# design 1

===== src/rtl/prbs_qpsk_sym_source.sv =====
// PRBS9 I/Q antipodal impulse source, zero-stuffed to OVERSAMP; symbol n on enabled edge n*OVERSAMP+1.
// No backpressure: i_enable low freezes all state and zeroes strobes/impulses; macro PRBS_TX_ERR_INJ_EN adds I-error injection.
module prbs_qpsk_sym_source #(
  parameter logic [8:0] PRBS_SEED_I     = 9'h1AA,
  parameter logic [8:0] PRBS_SEED_Q     = 9'h1FE,
  parameter int         OVERSAMP        = 4,
  parameter int         PRBS_MAX_CYCLES = 511,
  parameter int         NB_CNT          = 64
`ifdef PRBS_TX_ERR_INJ_EN
  , parameter int       ERR_PERIOD      = 100
`endif
) (
  input  logic                        clk,
  input  logic                        i_reset,
  input  logic                        i_enable,
`ifdef PRBS_TX_ERR_INJ_EN
  input  logic                        i_err_inj,
  output logic [NB_CNT-1:0]           o_err_count,
`endif
  output logic                        o_sym_I,
  output logic                        o_sym_Q,
  output logic signed [1:0]           o_up_I,
  output logic signed [1:0]           o_up_Q,
  output logic                        o_sym_valid,
  output logic [$clog2(OVERSAMP)-1:0] o_phase,
  output logic                        o_period_start,
  output logic [NB_CNT-1:0]           o_sym_count
);

  localparam int PW = $clog2(OVERSAMP);
  localparam int IW = (PRBS_MAX_CYCLES > 1) ? $clog2(PRBS_MAX_CYCLES) : 1;
  localparam logic [PW-1:0] PH_LAST  = PW'(OVERSAMP - 1);
  localparam logic [IW-1:0] IDX_LAST = IW'(PRBS_MAX_CYCLES - 1);
  // An all-zero LFSR would lock up, so a zero seed is replaced.
  localparam logic [8:0] SEED_I = (PRBS_SEED_I == 9'd0) ? 9'h1FF : PRBS_SEED_I;
  localparam logic [8:0] SEED_Q = (PRBS_SEED_Q == 9'd0) ? 9'h1FF : PRBS_SEED_Q;

  logic [8:0]    lfsr_i;
  logic [8:0]    lfsr_q;
  logic [PW-1:0] r_phase;
  logic [IW-1:0] sym_idx;
  logic          sym_edge;
  logic          inj_now;
  logic          bit_i;
  logic          bit_q;

  assign sym_edge = i_enable && (r_phase == '0);
  assign bit_i    = lfsr_i[8] ^ inj_now;
  assign bit_q    = lfsr_q[8];

`ifdef PRBS_TX_ERR_INJ_EN
  localparam int EW = (ERR_PERIOD > 1) ? $clog2(ERR_PERIOD) : 1;
  localparam logic [EW-1:0] INJ_LAST = EW'(ERR_PERIOD - 1);

  logic [EW-1:0] inj_cnt;

  assign inj_now = i_err_inj && (inj_cnt == INJ_LAST);

  always_ff @(posedge clk or negedge i_reset) begin
    if (!i_reset) begin
      inj_cnt     <= '0;
      o_err_count <= '0;
    end else if (!i_err_inj) begin
      inj_cnt <= '0;
    end else if (sym_edge) begin
      inj_cnt <= inj_now ? '0 : inj_cnt + 1'b1;
      if (inj_now && !(&o_err_count))
        o_err_count <= o_err_count + 1'b1;
    end
  end
`else
  assign inj_now = 1'b0;
`endif

  always_ff @(posedge clk or negedge i_reset) begin
    if (!i_reset) begin
      lfsr_i         <= SEED_I;
      lfsr_q         <= SEED_Q;
      r_phase        <= '0;
      sym_idx        <= '0;
      o_sym_I        <= 1'b0;
      o_sym_Q        <= 1'b0;
      o_up_I         <= 2'sb00;
      o_up_Q         <= 2'sb00;
      o_sym_valid    <= 1'b0;
      o_phase        <= '0;
      o_period_start <= 1'b0;
      o_sym_count    <= '0;
    end else if (i_enable) begin
      o_phase <= r_phase;
      r_phase <= (r_phase == PH_LAST) ? '0 : r_phase + 1'b1;
      if (sym_edge) begin
        lfsr_i         <= {lfsr_i[7:0], lfsr_i[8] ^ lfsr_i[4]};
        lfsr_q         <= {lfsr_q[7:0], lfsr_q[8] ^ lfsr_q[4]};
        o_sym_I        <= bit_i;
        o_sym_Q        <= bit_q;
        // Slicer convention: bit 0 -> +1, bit 1 -> -1.
        o_up_I         <= bit_i ? 2'sb11 : 2'sb01;
        o_up_Q         <= bit_q ? 2'sb11 : 2'sb01;
        o_sym_valid    <= 1'b1;
        o_period_start <= (sym_idx == '0);
        sym_idx        <= (sym_idx == IDX_LAST) ? '0 : sym_idx + 1'b1;
        if (!(&o_sym_count))
          o_sym_count <= o_sym_count + 1'b1;
      end else begin
        o_up_I         <= 2'sb00;
        o_up_Q         <= 2'sb00;
        o_sym_valid    <= 1'b0;
        o_period_start <= 1'b0;
      end
    end else begin
      o_up_I         <= 2'sb00;
      o_up_Q         <= 2'sb00;
      o_sym_valid    <= 1'b0;
      o_period_start <= 1'b0;
    end
  end

endmodule


===== config.mk =====
export PLATFORM = sky130hd
export DESIGN_NAME = prbs_qpsk_sym_source
export DESIGN_NICKNAME = d
export VERILOG_FILES = /design/src/rtl/prbs_qpsk_sym_source.sv
export SDC_FILE = /design/constraint.sdc
export NUM_CORES = 1
export LEC_CHECK = 0
export CAP_MARGIN = 20
export CORE_MARGIN = 3
export CORE_UTILIZATION = 23
export DETAILED_ROUTE_END_ITERATION = 10
export GPL_TIMING_DRIVEN = 0
export PLACE_DENSITY = 0.51
export SLEW_MARGIN = 10
export SYNTH_ARGS = -nofsm -noshare
export SYNTH_HDL_FRONTEND = slang
export SYNTH_SLANG_ARGS = --single-unit

===== constraint.sdc =====
create_clock -name clk -period 2.2 [get_ports clk]
set_input_delay 0.44 -clock clk [delete_from_list [all_inputs] [get_ports clk]]
set_output_delay 0.44 -clock clk [all_outputs]
set_load 0.02 [all_outputs]

==> changes_impl.md <==
### Implementation results

- H-tree levels: 3
- Initial antenna violation count: 0
- M3 GR Usage: 3.66%
- Layout area overhead: 33.1%
- # diodes: 0
- Status: finished clean
- Most numerous logic cells after layout: nand2_1, dfrtp_1, clkdlybuf4s50_1
- Sequence of cells on the critical path: ha_1 > and3_4 > nor2b_4 > and4_1 > buf_6 > a21o_4 > buf_8 > nor4_4 > xor2_1
- DRT antenna net count: 0
- Placed cell area: 6000 um^2
- Endpoint of the worst hold path: lfsr_i[8]
- Inverters: 13
- Signal buffers share of area: 14.8%
- Number of port buffers: 75
- Crit path DAT: 2390 ps
- Global routing usage on met1: 15.4%
- Syn Area/Cell: 10.5 um^2
- Logic area: 2270 um^2
- Hold depth: 2
- Power Total: 4.82 mW
- Worst R2R Start: o_sym_count[0]
- Post-synth area hogs: dfrtp_1, xnor2_1, dfstp_2
- Yosys Chip Area: 4880 um^2
- Logic pwr share: 19.8%
- Setup TNS: 0 ps
- RePlAce Congestion: 0.805
- Grt total ovfl: 0
- Post-Syn Instances: 466
- Post-synth EDFFs: 0
- CLK BUF: 9
- Top post-synthesis cells by count: dfrtp_1, nand2_1, xnor2_1
- Initial Utilization: 23.7%
- Power Internal: 3.38 mW
- Latency at later pin: 360 ps
- Top pwr grp: sequential cells
- Comb/total area: 34.9%
- OpenROAD warning count: 30
- Crit Path Max Fanout: 10
- Core Util, Final: 31.6%
- Drt drc: 0
- Worst hold path class: reg2reg
- Max incr delay on CP: 410 ps
- Max Fclk: 0.475 GHz
- Biggest register: o_sym_count
- Clk root buf: clkbuf_16
- Final Skew: 9.18 ps
- Place WS: -210 ps
- XOR Share, Synth: 11.7%
- CTS Buf Count: 9
- Grt met2 use: 17.4%
- Startpoint Class: flip-flop
- CP top delay family: simple AND/OR/NAND/NOR gates
- CP Depth: 9
- Sequential share of power: 44.2%
- Final setup viols: 0
- Synth top cell by count: dfrtp_1
-- what timing repair did --
action | 4_1_cts | 5_1_grt
gates resized | 11 | 20
endpoints found under the setup margin | 34 | 79
endpoints found under the hold margin | 33 | 0
buffers inserted | 3 | 4
pin swaps | 2 | 2
hold buffers | 1 | 0
gates cloned | 0 | 0
-- routing by layer --
metal	share of wire [%]	routed length, um
met5	0	0
met4	1.3	159
met3	5.3	656
met2	46	5780
met1	47	5860
Design 1, power grid:
Scale bar: 50 um. Pins as bars on the die edge.
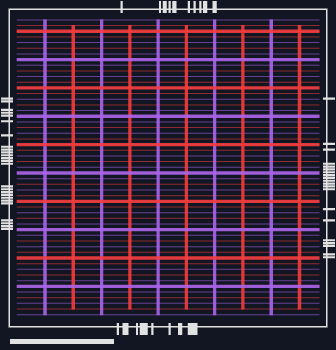
| net | colour |
|---|---|
| VSS | purple |
| VDD | red |
signal pins: 77
rows: 52
met4 straps: 10
met1 rails: 53
core area: 20,600 um^2
die height: 152 um
Worst VDD drop: 0.410 mV
Die X: 152 um

Design 1, cell classes on the final placement:
Fill, decap, tap and diode cells in grey.
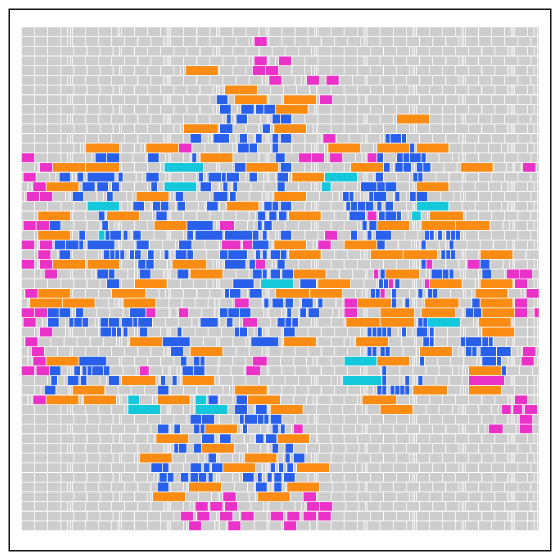
| class | colour | cells |
|---|---|---|
| sequential cells | orange | 101 |
| remaining buffers and delay cells | magenta | 99 |
| clock drivers and dummy loads | cyan | 16 |
| combinational and other logic | blue | 350 |
design area: 6490 um^2
Seq/total area: 39.3%
Rows: 52


# design 2

==> src/rtl/clk_divider_bank.sv <==
// -----------------------------------------------------------------------------
// clk_divider_bank
//
// Purpose:
//   NUM_CH independent programmable dividers / tick generators, all running on
//   one clock. Each channel counts 0..D-1 and marks the end of every period
//   with a one-cycle tick. Its clk_out either toggles on each period end
//   (mode 0: 50% duty, period 2*D) or strobes high for one cycle (mode 1:
//   period D). A new divide value written to a running channel is held until
//   the current period ends, so the outputs never see a short period.
//
// Ports:
//   clk       in   1       system clock, rising edge
//   reset_n   in   1       asynchronous active-low reset
//   en        in   NUM_CH  per-channel run enable (level)
//   mode      in   NUM_CH  0 = toggle output, 1 = strobe output
//   wr_en     in   1       divide-value write strobe (one cycle per write)
//   wr_ch     in   CH_W    target channel (values >= NUM_CH are ignored)
//   wr_data   in   WIDTH   new divide value D (0 = idle channel)
//   clk_out   out  NUM_CH  divided output per channel (registered)
//   tick      out  NUM_CH  one-cycle pulse at each period end (registered)
//   pending   out  NUM_CH  a written value is waiting for the period end
// -----------------------------------------------------------------------------
module clk_divider_bank #(
  parameter int          NUM_CH    = 4,
  parameter int          WIDTH     = 32,
  parameter int unsigned RESET_DIV = 0,
  localparam int         CH_W      = (NUM_CH > 1) ? $clog2(NUM_CH) : 1
) (
  input  logic              clk,
  input  logic              reset_n,
  input  logic [NUM_CH-1:0] en,
  input  logic [NUM_CH-1:0] mode,
  input  logic              wr_en,
  input  logic [CH_W-1:0]   wr_ch,
  input  logic [WIDTH-1:0]  wr_data,
  output logic [NUM_CH-1:0] clk_out,
  output logic [NUM_CH-1:0] tick,
  output logic [NUM_CH-1:0] pending
);

  localparam logic [WIDTH-1:0] ONE      = WIDTH'(1);
  localparam logic [WIDTH-1:0] DIV_INIT = WIDTH'(RESET_DIV);

  genvar gi;
  generate
    for (gi = 0; gi < NUM_CH; gi++) begin : g_ch
      logic [WIDTH-1:0] div_act_reg;
      logic [WIDTH-1:0] div_pend_reg;
      logic [WIDTH-1:0] cnt_reg;
      logic             pend_v_reg;
      logic             mode_act_reg;
      logic             clk_out_reg;
      logic             tick_reg;

      logic             wr_hit;
      logic             active;
      logic             term;
      logic [WIDTH-1:0] div_next;

      // Out-of-range channel numbers can never equal gi, so they fall through.
      assign wr_hit = wr_en && (wr_ch == CH_W'(gi));
      assign active = en[gi] && (div_act_reg != '0);
      // div_act_reg is non-zero whenever active, so the subtraction cannot wrap.
      assign term   = active && (cnt_reg >= (div_act_reg - ONE));

      // Divide value that takes over at a period boundary (or while stopped):
      // a write landing on this very cycle beats any older pending value.
      assign div_next = wr_hit     ? wr_data      :
                        pend_v_reg ? div_pend_reg : div_act_reg;

      always_ff @(posedge clk or negedge reset_n) begin
        if (!reset_n) begin
          div_act_reg  <= DIV_INIT;
          div_pend_reg <= '0;
          cnt_reg      <= '0;
          pend_v_reg   <= 1'b0;
          mode_act_reg <= 1'b0;
          clk_out_reg  <= 1'b0;
          tick_reg     <= 1'b0;
        end else begin
          tick_reg <= term;
          if (!active) begin
            // Disabled or idle: nothing is mid-period, so any new value
            // applies at once and the output parks low.
            div_act_reg  <= div_next;
            pend_v_reg   <= 1'b0;
            cnt_reg      <= '0;
            clk_out_reg  <= 1'b0;
            mode_act_reg <= mode[gi];
          end else if (term) begin
            div_act_reg  <= div_next;
            pend_v_reg   <= 1'b0;
            cnt_reg      <= '0;
            mode_act_reg <= mode[gi];
            if (div_next == '0) begin
              clk_out_reg <= 1'b0;          // channel goes idle after this period
            end else if (mode[gi]) begin
              clk_out_reg <= 1'b1;
            end else begin
              clk_out_reg <= ~clk_out_reg;
            end
          end else begin
            cnt_reg <= cnt_reg + ONE;
            if (wr_hit) begin
              div_pend_reg <= wr_data;
              pend_v_reg   <= 1'b1;
            end
            // A mode change only applies from the next period end; until
            // then the output follows the mode latched at the last boundary.
            if (mode_act_reg) begin
              clk_out_reg <= 1'b0;
            end
          end
        end
      end

      assign clk_out[gi] = clk_out_reg;
      assign tick[gi]    = tick_reg;
      assign pending[gi] = pend_v_reg;
    end
  endgenerate

endmodule

==> config.mk <==
export PLATFORM = sky130hd
export DESIGN_NAME = clk_divider_bank
export DESIGN_NICKNAME = d
export VERILOG_FILES = /design/src/rtl/clk_divider_bank.sv
export SDC_FILE = /design/constraint.sdc
export NUM_CORES = 1
export LEC_CHECK = 0
export CORE_ASPECT_RATIO = 0.6
export CORE_MARGIN = 5
export CORE_UTILIZATION = 50
export DETAILED_ROUTE_END_ITERATION = 12
export PLACE_DENSITY = 0.73
export SETUP_SLACK_MARGIN = 0.2
export SYNTH_ARGS = -nofsm -noshare
export SYNTH_HDL_FRONTEND = slang
export SYNTH_SLANG_ARGS = --single-unit
export TNS_END_PERCENT = 5
==> constraint.sdc <==
create_clock -name clk -period 6.3 [get_ports clk]
set_input_delay 0.63 -clock clk [delete_from_list [all_inputs] [get_ports clk]]
set_output_delay 0.63 -clock clk [all_outputs]
set_load 0.1 [all_outputs]
Design 2, the clock network:
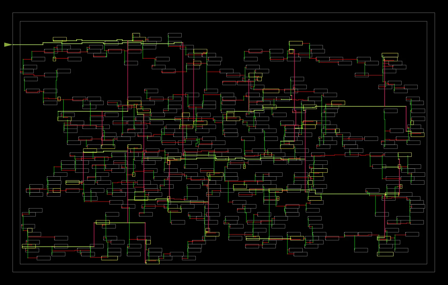
Latency at later pin: 580 ps
CLK BUF: 50
Final Skew: 30.6 ps
CTS Buf Count: 40
P_clk: 2.55 mW

Design 2, clock network drawn from the DEF:
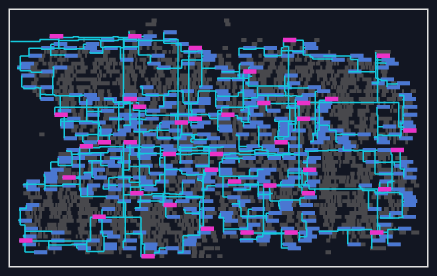
[clock wires] cyan | length: 5,400 um
[flip-flops] blue | count: 400
[clock drivers] magenta | count: 40
routed clock nets: 41
clock power share: 32.3%

[metal layers]
metal / track usage [%] / part of all wire (%) / up-vias
met3: 5.77 / 7.9 / 113
met4: 6.14 / 2.4 / 2
li1: - / - / 8290
met1: 35.8 / 46 / 9130
met5: 0 / 0.011 / -
met2: 36.8 / 44 / 673
[stage by stage]
stage	cell area (um^2)	total power [mW]	utilization, %	instances
2_1_floorplan	23300	4.74	-	2253
3_3_place_gp	24200	5.24	52.5	2828
3_5_place_dp	24200	5.35	52.5	2828
4_1_cts	25600	7.92	55.5	2899
5_1_grt	25600	8.33	55.5	2900
6_report	25600	7.91	55.5	2900
==> changes_impl.md <==
### Implementation results

- Place WS: 923 ps
- Setup TNS: 0 ps
- CTS tree: yes
- Layout fillers: 3,850
- Clock sink count: 400
- Worst VDD drop: 0.230 mV
- Switch share: 32.5%
- # IOs: 57
- Max cap viols: 0
- Top cell excl fill/tap: dfrtp_1
- Signal buffers share of area: 3.05%
- Simple-Gate Area Share: 17.4%
- Status: finished clean
- Drt drc: 0
- Slew margin rel.: 16.0%
- Final setup viols: 0
- Cts hold-fix bufs: 0
- Post-synth area hogs: dfrtp_1, ha_1, xor2_1
- AO/OA Area Share: 13.1%
- Static Leak: 10.6 nW
- Reg2Reg Capture Point: g_ch[3].div_act_reg[2]
- Die X: 289 um
- CP bufs+invs: 2
- FF/Latch Area: 10,000 um^2
- Avg WL per Cell: 21.6 um
- H-tree levels: 2
- Most numerous logic cells after layout: dfrtp_1, nor2_1, ha_1
- Final setup margin: 792 ps
- Vias per std cell: 6.28
- # Post-CTS Setup Buffers: 0
- Largest net degree at the start of global routing: 154
- Asr flop ratio synth: 100%
- Initial antenna violation count: 2
- Core area: 46,200 um^2
- Combinational Power: 1.78 mW
- Yosys cell count: 2,253
- Syn Area/Cell: 10.3 um^2
- Number of global-route vias before repair: 18,000

# design 3

Design 3, power grid:
Scale bar: 50 um. Pins as bars on the die edge.
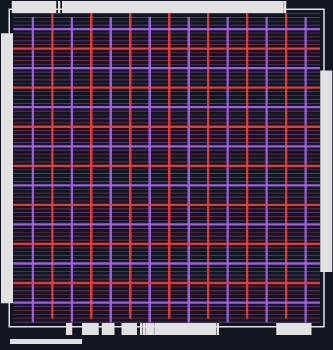
Design 3, cell classes on the final placement:
Fill, decap, tap and diode cells in grey.
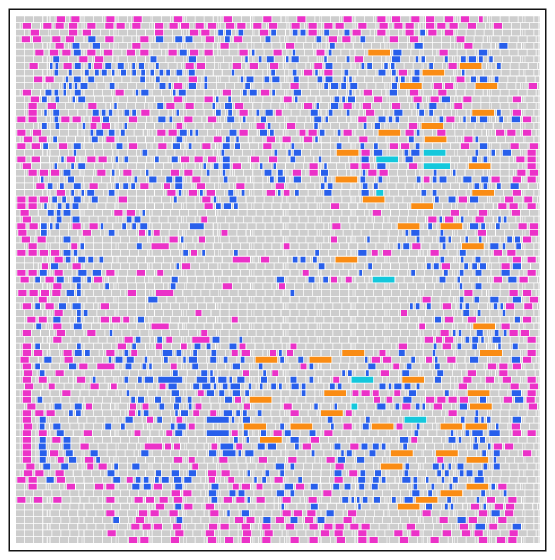
## config.mk

```make
export PLATFORM = sky130hd
export DESIGN_NAME = regbank_rd_stream
export DESIGN_NICKNAME = d
export VERILOG_FILES = /design/src/rtl/regbank_rd_stream.sv
export SDC_FILE = /design/constraint.sdc
export NUM_CORES = 1
export LEC_CHECK = 0
export CAP_MARGIN = 25
export CELL_PAD_IN_SITES_DETAIL_PLACEMENT = 1
export CELL_PAD_IN_SITES_GLOBAL_PLACEMENT = 1
export CORE_AREA = 2 2 216 218
export DETAILED_ROUTE_END_ITERATION = 10
export DIE_AREA = 0 0 218 220
export PLACE_DENSITY_LB_ADDON = 0.1
export SKIP_CTS_REPAIR_TIMING = 1
export SLEW_MARGIN = 20
export SYNTH_ARGS = -nofsm -noshare
export SYNTH_HDL_FRONTEND = slang
export SYNTH_SLANG_ARGS = --single-unit
```

## constraint.sdc

```tcl
create_clock -name clk -period 4.1 [get_ports clk]
set_clock_uncertainty 0.15 [all_clocks]
set_input_delay 0.82 -clock clk [delete_from_list [all_inputs] [get_ports clk]]
set_output_delay 0.82 -clock clk [all_outputs]
set_load 0.02 [all_outputs]
```

## src/rtl/regbank_rd_stream.sv

```systemverilog
// Streams consecutive register-bank words over valid/ready, starting at a commanded
// address for a commanded beat count. Optional rd_par output enabled by RD_PARITY_EN.
module regbank_rd_stream #(
  parameter int NUM_REGS = 16,
  parameter int DATA_W   = 32,
  parameter int ADDR_W   = 4
) (
  input  logic                         clk,
  input  logic                         reset_n,
  input  logic [NUM_REGS*DATA_W-1:0]   regs_flat,
  input  logic                         rd_req,
  input  logic [ADDR_W-1:0]            rd_addr,
  input  logic [ADDR_W-1:0]            rd_len,
  output logic                         rd_busy,
  output logic [DATA_W-1:0]            rd_data,
  output logic                         rd_valid,
  input  logic                         rd_ready,
  output logic                         rd_last,
  output logic                         rd_err
`ifdef RD_PARITY_EN
  ,
  output logic                         rd_par
`endif
);

  typedef enum logic {IDLE, STREAM} state_t;

  state_t              state_q, state_d;
  logic [ADDR_W-1:0]   addr_q, addr_d;
  logic [ADDR_W-1:0]   cnt_q, cnt_d;
  logic                busy_q, busy_d;
  logic                valid_q, valid_d;
  logic                last_q, last_d;
  logic                err_q, err_d;
  logic [DATA_W-1:0]   data_q, data_d;
  logic                par_q, par_d;

  logic [DATA_W-1:0]   regs_arr [NUM_REGS];
  logic [ADDR_W-1:0]   sel_addr;
  logic [ADDR_W-1:0]   sel_next;
  logic [DATA_W-1:0]   sel_data;
  logic                sel_err;

  generate
    for (genvar gi = 0; gi < NUM_REGS; gi++) begin : g_unpack
      assign regs_arr[gi] = regs_flat[gi*DATA_W +: DATA_W];
    end
  endgenerate

  // One lookup serves both the first beat (from the command) and later beats.
  always_comb begin
    sel_addr = (state_q == IDLE) ? rd_addr : addr_q;
    sel_data = '0;
    sel_err  = 1'b1;
    for (int i = 0; i < NUM_REGS; i++) begin
      if (sel_addr == ADDR_W'(i)) begin
        sel_data = regs_arr[i];
        sel_err  = 1'b0;
      end
    end
    // Wrap modulo NUM_REGS; an out-of-range start also restarts at register 0.
    sel_next = (int'(sel_addr) >= NUM_REGS - 1) ? '0 : sel_addr + ADDR_W'(1);
  end

  always_comb begin
    state_d = state_q;
    addr_d  = addr_q;
    cnt_d   = cnt_q;
    busy_d  = busy_q;
    valid_d = valid_q;
    last_d  = last_q;
    err_d   = err_q;
    data_d  = data_q;
    case (state_q)
      IDLE: begin
        if (rd_req) begin
          state_d = STREAM;
          busy_d  = 1'b1;
          valid_d = 1'b1;
          data_d  = sel_data;
          err_d   = sel_err;
          last_d  = (rd_len == '0);
          cnt_d   = rd_len;
          addr_d  = sel_next;
        end
      end
      STREAM: begin
        if (valid_q && rd_ready) begin
          if (last_q) begin
            state_d = IDLE;
            busy_d  = 1'b0;
            valid_d = 1'b0;
            last_d  = 1'b0;
            err_d   = 1'b0;
            data_d  = '0;
            cnt_d   = '0;
            addr_d  = '0;
          end else begin
            data_d  = sel_data;
            err_d   = sel_err;
            last_d  = (cnt_q == ADDR_W'(1));
            cnt_d   = cnt_q - ADDR_W'(1);
            addr_d  = sel_next;
          end
        end
      end
      default: state_d = IDLE;
    endcase
  end

  always_comb begin
    par_d = valid_d ? ^data_d : 1'b0;
  end

  always_ff @(posedge clk or negedge reset_n) begin
    if (!reset_n) begin
      state_q <= IDLE;
      addr_q  <= '0;
      cnt_q   <= '0;
      busy_q  <= 1'b0;
      valid_q <= 1'b0;
      last_q  <= 1'b0;
      err_q   <= 1'b0;
      data_q  <= '0;
      par_q   <= 1'b0;
    end else begin
      state_q <= state_d;
      addr_q  <= addr_d;
      cnt_q   <= cnt_d;
      busy_q  <= busy_d;
      valid_q <= valid_d;
      last_q  <= last_d;
      err_q   <= err_d;
      data_q  <= data_d;
      par_q   <= par_d;
    end
  end

  assign rd_busy  = busy_q;
  assign rd_valid = valid_q;
  assign rd_last  = last_q;
  assign rd_err   = err_q;
  assign rd_data  = data_q;

`ifdef RD_PARITY_EN
  assign rd_par = par_q;
`else
  logic unused_par;
  assign unused_par = par_q;
`endif

endmodule

```

==> changes_impl.md <==
### Implementation results

- Status: finished clean
- CP bufs+invs: 2
- CP top delay family: AND-OR/OR-AND gates
- Startpoint Class: input port
- Comb gates: 795
- Dominant flop cell: dfrtp_1
- Worst hold margin: 344 ps
- Hold_sp: rd_err
- Sequence of cells on the critical path: clkdlybuf4s50_1 > mux2i_1 > inv_1 > ha_4 > or2_2 > a221oi_1 > o31ai_1 > a222oi_1 > o211ai_1 > a22o_1
- # IOs: 560
- Latency at later pin: 310 ps
- H-tree levels: 2
- Avg WL per Cell: 27.9 um
- Initial antenna violation count: 14
- Worst hold path class: reg2reg
- Crit Path Max Fanout: 16
- R2r setup slk: 380 ps
- Tap cells: 607
- Full die area: 48,000 um^2
- Synth top cell by count: nand2_1
- Power Total: 8.31 mW
- Number of global-route vias before repair: 11,300
- DR pass1 iterations: 5
- Static Leak: 5.10 nW
- CTS Buf Count: 5
- Setup TNS: 0 ps
- Max cap viols: 0
- Placed cell count: 2,113
- Critical path startpoint: rd_addr[1]
- Layout Nets: 2,043
- Asr flop ratio synth: 100%
- Number of port buffers: 559
- Final setup margin: 253 ps
Notes on 'power grid' of design 3 above:
| net | colour |
|---|---|
| VSS | purple |
| VDD | red |
met4 straps: 15
rows: 79
met5 straps: 15
signal pins: 560
met1 rails: 80
Die X: 218 um
Worst VDD drop: 0.206 mV
die height: 220 um
core area: 45,900 um^2

Notes on 'cell classes on the final placement' of design 3 above:
| class | colour | cells |
|---|---|---|
| clock drivers and dummy loads | cyan | 8 |
| sequential cells | orange | 44 |
| remaining buffers and delay cells | magenta | 655 |
| combinational and other logic | blue | 807 |
Seq/total area: 8.08%
Rows: 79
Core Util, Final: 29.7%
design area: 13,600 um^2

## report_power, final
group          switching (mW)  internal [mW]  leakage (nW)
Combinational            4.18           2.88          4.45
Clock                   0.216          0.291        0.0805
Sequential              0.157          0.595         0.569
## kinds of logic (layout without fill, tap and decap cells)
family / count (synthesis) / in the layout / synth area share, %
mux: 27 / 27 / 4.13
simple gates: 270 / 270 / 18.8
buf+inv: 120 / 675 / 7.64
flops: 44 / 44 / 16.5
compound gates: 490 / 490 / 51.5
xor+xnor: 2 / 2 / 0.263
fa+ha+maj: 6 / 6 / 1.13
other cells: 0 / 10 / 0

# design 4

Design 4, power grid:
Scale bar: 50 um. Pins as bars on the die edge.
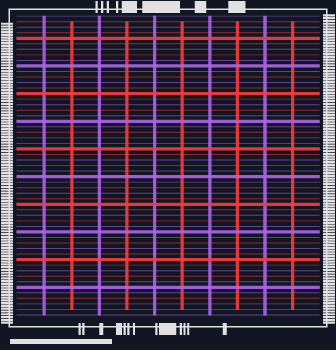
Design 4, cell classes on the final placement:
Fill, decap, tap and diode cells in grey.
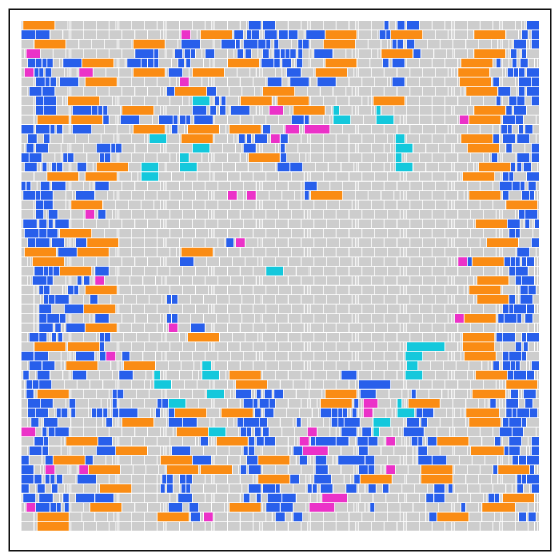
--- src/rtl/alu_seq_arbiter.sv ---
// Shares one single-cycle ALU between two requesters; shifts run as repeated 1-bit passes.
// Define ALU_ARB_FIXED_PRIO_EN to make req0 win every tie (default: round-robin).
module alu_seq_arbiter #(
    parameter int WIDTH   = 32,
    parameter int SHAMT_W = 5
) (
    input  logic               clk,
    input  logic               rst_n,
    input  logic               req0_valid,
    output logic               req0_ready,
    input  logic [3:0]         req0_op,
    input  logic [WIDTH-1:0]   req0_a,
    input  logic [WIDTH-1:0]   req0_b,
    input  logic [SHAMT_W-1:0] req0_shamt,
    input  logic               req1_valid,
    output logic               req1_ready,
    input  logic [3:0]         req1_op,
    input  logic [WIDTH-1:0]   req1_a,
    input  logic [WIDTH-1:0]   req1_b,
    input  logic [SHAMT_W-1:0] req1_shamt,
    output logic               rsp_valid,
    input  logic               rsp_ready,
    output logic               rsp_id,
    output logic [WIDTH-1:0]   rsp_res,
    output logic               rsp_v,
    output logic               rsp_c_out,
    output logic               rsp_zero,
    output logic [3:0]         alu_opselect,
    output logic [WIDTH-1:0]   alu_x,
    output logic [WIDTH-1:0]   alu_y,
    input  logic [WIDTH-1:0]   alu_res,
    input  logic               alu_v,
    input  logic               alu_c_out,
    input  logic               alu_zero
);
    localparam logic [3:0] OP_SHL = 4'b0100;
    localparam logic [3:0] OP_SHR = 4'b0101;
    localparam logic [3:0] OP_NOP = 4'b1111;
    localparam logic [SHAMT_W-1:0] CNT_ONE = {{(SHAMT_W-1){1'b0}}, 1'b1};

    typedef enum logic [1:0] {
        ST_IDLE  = 2'd0,
        ST_EXEC  = 2'd1,
        ST_SHIFT = 2'd2,
        ST_RESP  = 2'd3
    } state_t;

    state_t             r_state;
    state_t             w_state_nxt;
    logic [3:0]         r_op;
    logic [WIDTH-1:0]   r_acc;
    logic [WIDTH-1:0]   r_b;
    logic [SHAMT_W-1:0] r_cnt;
    logic               r_id;
    logic               r_rsp_valid;
    logic               r_rsp_id;
    logic [WIDTH-1:0]   r_rsp_res;
    logic               r_rsp_v;
    logic               r_rsp_c;
    logic               r_rsp_z;
    logic               w_grant0;
    logic               w_grant1;
    logic               w_grant;
    logic               w_gid;
    logic               w_prio1;
    logic [3:0]         w_op;
    logic [WIDTH-1:0]   w_a;
    logic [WIDTH-1:0]   w_b;
    logic [SHAMT_W-1:0] w_shamt;
    logic               w_is_shift;
    logic               w_last_pass;

`ifdef ALU_ARB_FIXED_PRIO_EN
    assign w_prio1 = 1'b0;
`else
    logic r_rr_ptr;

    // Round-robin pointer: the requester not granted last time wins the next tie.
    always_ff @(posedge clk or negedge rst_n) begin
        if (!rst_n) begin
            r_rr_ptr <= 1'b0;
        end else if (w_grant) begin
            r_rr_ptr <= ~w_gid;
        end
    end

    assign w_prio1 = r_rr_ptr;
`endif

    // Grant is only offered in IDLE; rst_n gating keeps ready low while reset is held.
    always_comb begin
        w_grant0 = 1'b0;
        w_grant1 = 1'b0;
        if (rst_n && (r_state == ST_IDLE)) begin
            w_grant0 = req0_valid && (!req1_valid || !w_prio1);
            w_grant1 = req1_valid && (!req0_valid || w_prio1);
        end else begin
            w_grant0 = 1'b0;
            w_grant1 = 1'b0;
        end
    end

    assign w_grant     = w_grant0 | w_grant1;
    assign w_gid       = w_grant1;
    assign w_op        = w_gid ? req1_op    : req0_op;
    assign w_a         = w_gid ? req1_a     : req0_a;
    assign w_b         = w_gid ? req1_b     : req0_b;
    assign w_shamt     = w_gid ? req1_shamt : req0_shamt;
    assign w_is_shift  = (w_op == OP_SHL) || (w_op == OP_SHR);
    assign w_last_pass = (r_cnt == CNT_ONE);
    assign req0_ready  = w_grant0;
    assign req1_ready  = w_grant1;

    // FSM state register.
    always_ff @(posedge clk or negedge rst_n) begin
        if (!rst_n) begin
            r_state <= ST_IDLE;
        end else begin
            r_state <= w_state_nxt;
        end
    end

    // FSM next-state logic.
    always_comb begin
        w_state_nxt = r_state;
        case (r_state)
            ST_IDLE: begin
                if (!w_grant) begin
                    w_state_nxt = ST_IDLE;
                end else if (!w_is_shift) begin
                    w_state_nxt = ST_EXEC;
                end else if (w_shamt != {SHAMT_W{1'b0}}) begin
                    w_state_nxt = ST_SHIFT;
                end else begin
                    w_state_nxt = ST_RESP;
                end
            end
            ST_EXEC:  w_state_nxt = ST_RESP;
            ST_SHIFT: w_state_nxt = w_last_pass ? ST_RESP : ST_SHIFT;
            ST_RESP:  w_state_nxt = rsp_ready ? ST_IDLE : ST_RESP;
            default:  w_state_nxt = ST_IDLE;
        endcase
    end

    // ALU is only driven while an op is executing; otherwise a parked NOP with zero operands.
    always_comb begin
        alu_opselect = OP_NOP;
        alu_x        = {WIDTH{1'b0}};
        alu_y        = {WIDTH{1'b0}};
        if ((r_state == ST_EXEC) || (r_state == ST_SHIFT)) begin
            alu_opselect = r_op;
            alu_x        = r_acc;
            alu_y        = r_b;
        end else begin
            alu_opselect = OP_NOP;
            alu_x        = {WIDTH{1'b0}};
            alu_y        = {WIDTH{1'b0}};
        end
    end

    // Operand capture on grant; r_acc doubles as the shift accumulator fed back to x.
    always_ff @(posedge clk or negedge rst_n) begin
        if (!rst_n) begin
            r_op  <= OP_NOP;
            r_acc <= {WIDTH{1'b0}};
            r_b   <= {WIDTH{1'b0}};
            r_cnt <= {SHAMT_W{1'b0}};
            r_id  <= 1'b0;
        end else begin
            case (r_state)
                ST_IDLE: begin
                    if (w_grant) begin
                        r_op  <= w_op;
                        r_acc <= w_a;
                        r_b   <= w_b;
                        r_cnt <= w_shamt;
                        r_id  <= w_gid;
                    end
                end
                ST_SHIFT: begin
                    r_acc <= alu_res;
                    r_cnt <= r_cnt - CNT_ONE;
                end
                default: ;
            endcase
        end
    end

    // Response register: loaded from the final ALU pass (or directly for a zero-length shift).
    always_ff @(posedge clk or negedge rst_n) begin
        if (!rst_n) begin
            r_rsp_valid <= 1'b0;
            r_rsp_id    <= 1'b0;
            r_rsp_res   <= {WIDTH{1'b0}};
            r_rsp_v     <= 1'b0;
            r_rsp_c     <= 1'b0;
            r_rsp_z     <= 1'b0;
        end else begin
            case (r_state)
                ST_IDLE: begin
                    if (w_grant && w_is_shift && (w_shamt == {SHAMT_W{1'b0}})) begin
                        r_rsp_valid <= 1'b1;
                        r_rsp_id    <= w_gid;
                        r_rsp_res   <= w_a;
                        r_rsp_v     <= 1'b0;
                        r_rsp_c     <= 1'b0;
                        r_rsp_z     <= (w_a == {WIDTH{1'b0}});
                    end
                end
                ST_EXEC, ST_SHIFT: begin
                    if ((r_state == ST_EXEC) || w_last_pass) begin
                        r_rsp_valid <= 1'b1;
                        r_rsp_id    <= r_id;
                        r_rsp_res   <= alu_res;
                        r_rsp_v     <= alu_v;
                        r_rsp_c     <= alu_c_out;
                        r_rsp_z     <= alu_zero;
                    end
                end
                ST_RESP: begin
                    if (rsp_ready) begin
                        r_rsp_valid <= 1'b0;
                    end
                end
                default: ;
            endcase
        end
    end

    assign rsp_valid = r_rsp_valid;
    assign rsp_id    = r_rsp_id;
    assign rsp_res   = r_rsp_res;
    assign rsp_v     = r_rsp_v;
    assign rsp_c_out = r_rsp_c;
    assign rsp_zero  = r_rsp_z;

endmodule
--- config.mk ---
export PLATFORM = sky130hd
export DESIGN_NAME = alu_seq_arbiter
export DESIGN_NICKNAME = d
export VERILOG_FILES = /design/src/rtl/alu_seq_arbiter.sv
export SDC_FILE = /design/constraint.sdc
export NUM_CORES = 1
export LEC_CHECK = 0
export CAP_MARGIN = 0
export CORE_MARGIN = 3
export CORE_UTILIZATION = 30
export CTS_BUF_LIST = sky130_fd_sc_hd__clkbuf_8
export DETAILED_ROUTE_END_ITERATION = 8
export DONT_BUFFER_PORTS = 1
export PLACE_DENSITY = 0.49
export SYNTH_ARGS = -nofsm -noshare
export SYNTH_HDL_FRONTEND = slang
export SYNTH_SLANG_ARGS = --single-unit
export TNS_END_PERCENT = 1
--- constraint.sdc ---
create_clock -name clk -period 3.1 [get_ports clk]
set_input_delay 0.93 -clock clk [delete_from_list [all_inputs] [get_ports clk]]
set_output_delay 0.93 -clock clk [all_outputs]
set_load 0.05 [all_outputs]
==> changes_impl.md <==
### Implementation results

- Flop count: 114
- Required time worst endpoint: 2170 ps
- Initial DRC count: 271
- Tap cells: 280
- Comb/total area: 47.9%
- Core Util, Final: 34.6%
- P_clk: 1.32 mW
- Slew @ Worst Pin: 796 ps
- Place WS: 202 ps
- Asr flop ratio synth: 100%
- GRT Resource Usage Total: 16.0%
- Post-synth area hogs: dfrtp_1, mux2i_1, mux2_2
- Sequence of cells on the critical path: inv_2 > ha_4 > buf_4 > and2_1
- Hpwl dp: 14,900 um
- Crit path DAT: 2050 ps
- Inverters: 13
- Initial antenna violation count: 0
- Placed cell count: 942
- CTS Buf Count: 17
- Layout fillers: 2,215
- Unrepaired setup endpoints after global routing: no
- CTS tree: yes
- Layout area overhead: 13.2%
- Final Cycle Share: 96.1%
- Status: finished clean
- Ratio of cells with drive above 1 in the final layout: 24.0%
- Static Leak: 3.22 nW
- Layout Nets: 876
- Synth top cell by count: dfrtp_1
- Power Total: 10.3 mW
- Clock power share: 12.7%
- Vias per std cell: 5.17
- Worst hold margin: 191 ps
- Startpoint Class: flip-flop
- Comb gates: 504
- Final setup margin: 121 ps
- Critical path startpoint: r_state[1]
- Logic pwr share: 52.4%
- Post-synthesis cell area: 6690 um^2
- Max incr delay on CP: 470 ps
- FF/Latch Area: 2860 um^2
- DRT antenna net count: 0
- Synth Seq Share: 42.7%
- Clk root buf: clkbuf_8
- Max Buffers Root-to-Sink: 2
- Clock sink count: 114
- Yosys cell count: 678
- Sequential share of power: 34.9%
- Avg WL per Cell: 20.9 um
- Worst R2R Start: r_state[1]
- Slowest CP cell: and2_1
- Initial Utilization: 30.6%
- Die X: 155 um
- Post-Syn Instances: 678
- Final Skew: 18.9 ps
- OpenROAD warning count: 34
- H-tree levels: 4
- Global-route wire length before repair: 29,800 um
- Critical path type: reg2out
- CTS clk-pin slew, worst paths: 80 ps
- R2r setup slk: 460 ps
About 'power grid' of design 4:
| net | colour |
|---|---|
| VDD | red |
| VSS | purple |
met4 straps: 10
rows: 54
met1 rails: 55
signal pins: 293
met5 straps: 10
core area: 21,900 um^2
die height: 155 um
Worst VDD drop: 0.514 mV

About 'cell classes on the final placement' of design 4:
| class | colour | cells |
|---|---|---|
| combinational and other logic | blue | 517 |
| clock drivers and dummy loads | cyan | 31 |
| remaining buffers and delay cells | magenta | 33 |
| sequential cells | orange | 114 |
Rows: 54
Seq/total area: 37.7%

## per-layer routing
layer  wire length [um]  track usage, %  up-vias
met5                  0               0        -
met4                321            4.67        0
met3               2150            6.45       18
met2               9560            26.4      280
met1               8300            19.2     2364
li1                   -               -     2377
## cell families (layout without fill, tap and decap cells)
family	after synthesis	in the layout	synth area share, %
AND-OR/OR-AND	129	129	10.7
adder cells (fa/ha/maj)	7	7	1.31
buffers and inverters	60	77	3.95
flip-flops	114	114	42.7
multiplexers	144	144	24.3
AND/OR/NAND/NOR	224	224	17.1


==> screenshots <==
The clock network.
(a)
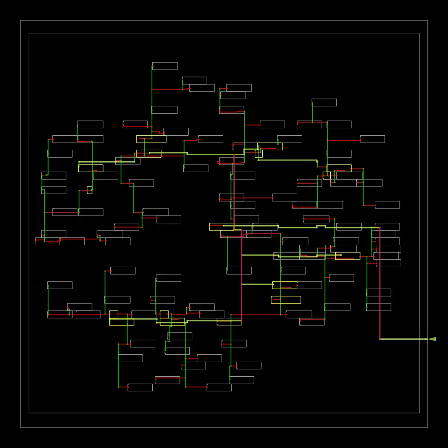
(b)
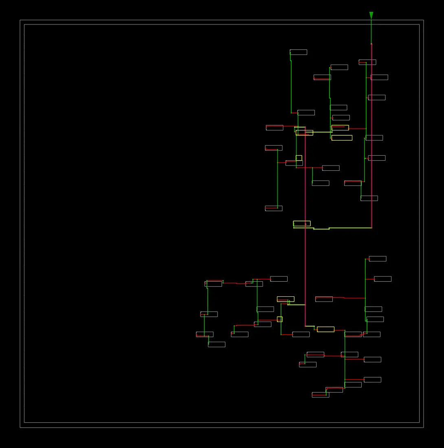
(c)
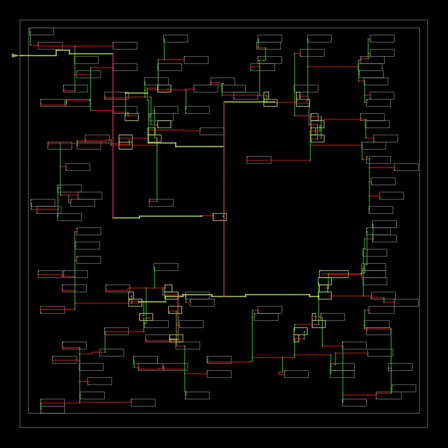
The one with the most clock buffers is (c).
The one with the fewest sequential cells is (b).
- (a) = design 1
- (b) = design 3
- (c) = design 4


==> screenshots <==
Clock network drawn from the DEF.
picture 1
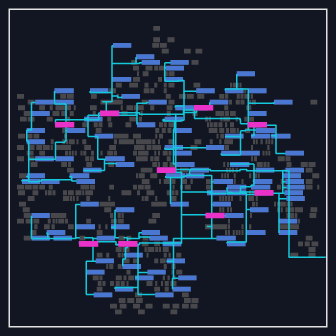
picture 2
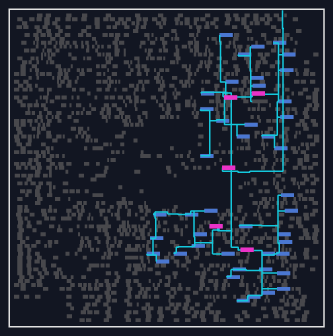
picture 3
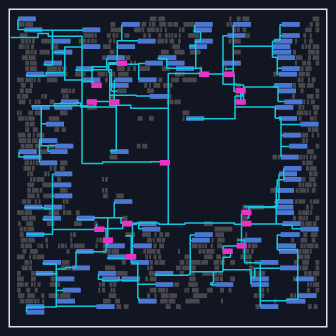
| from | picture |
|---|---|
| design 3 | picture 2 |
| design 4 | picture 3 |
| design 1 | picture 1 |
Of these, fewest sequential cells: picture 2

Power and IR drop assume default switching activity.
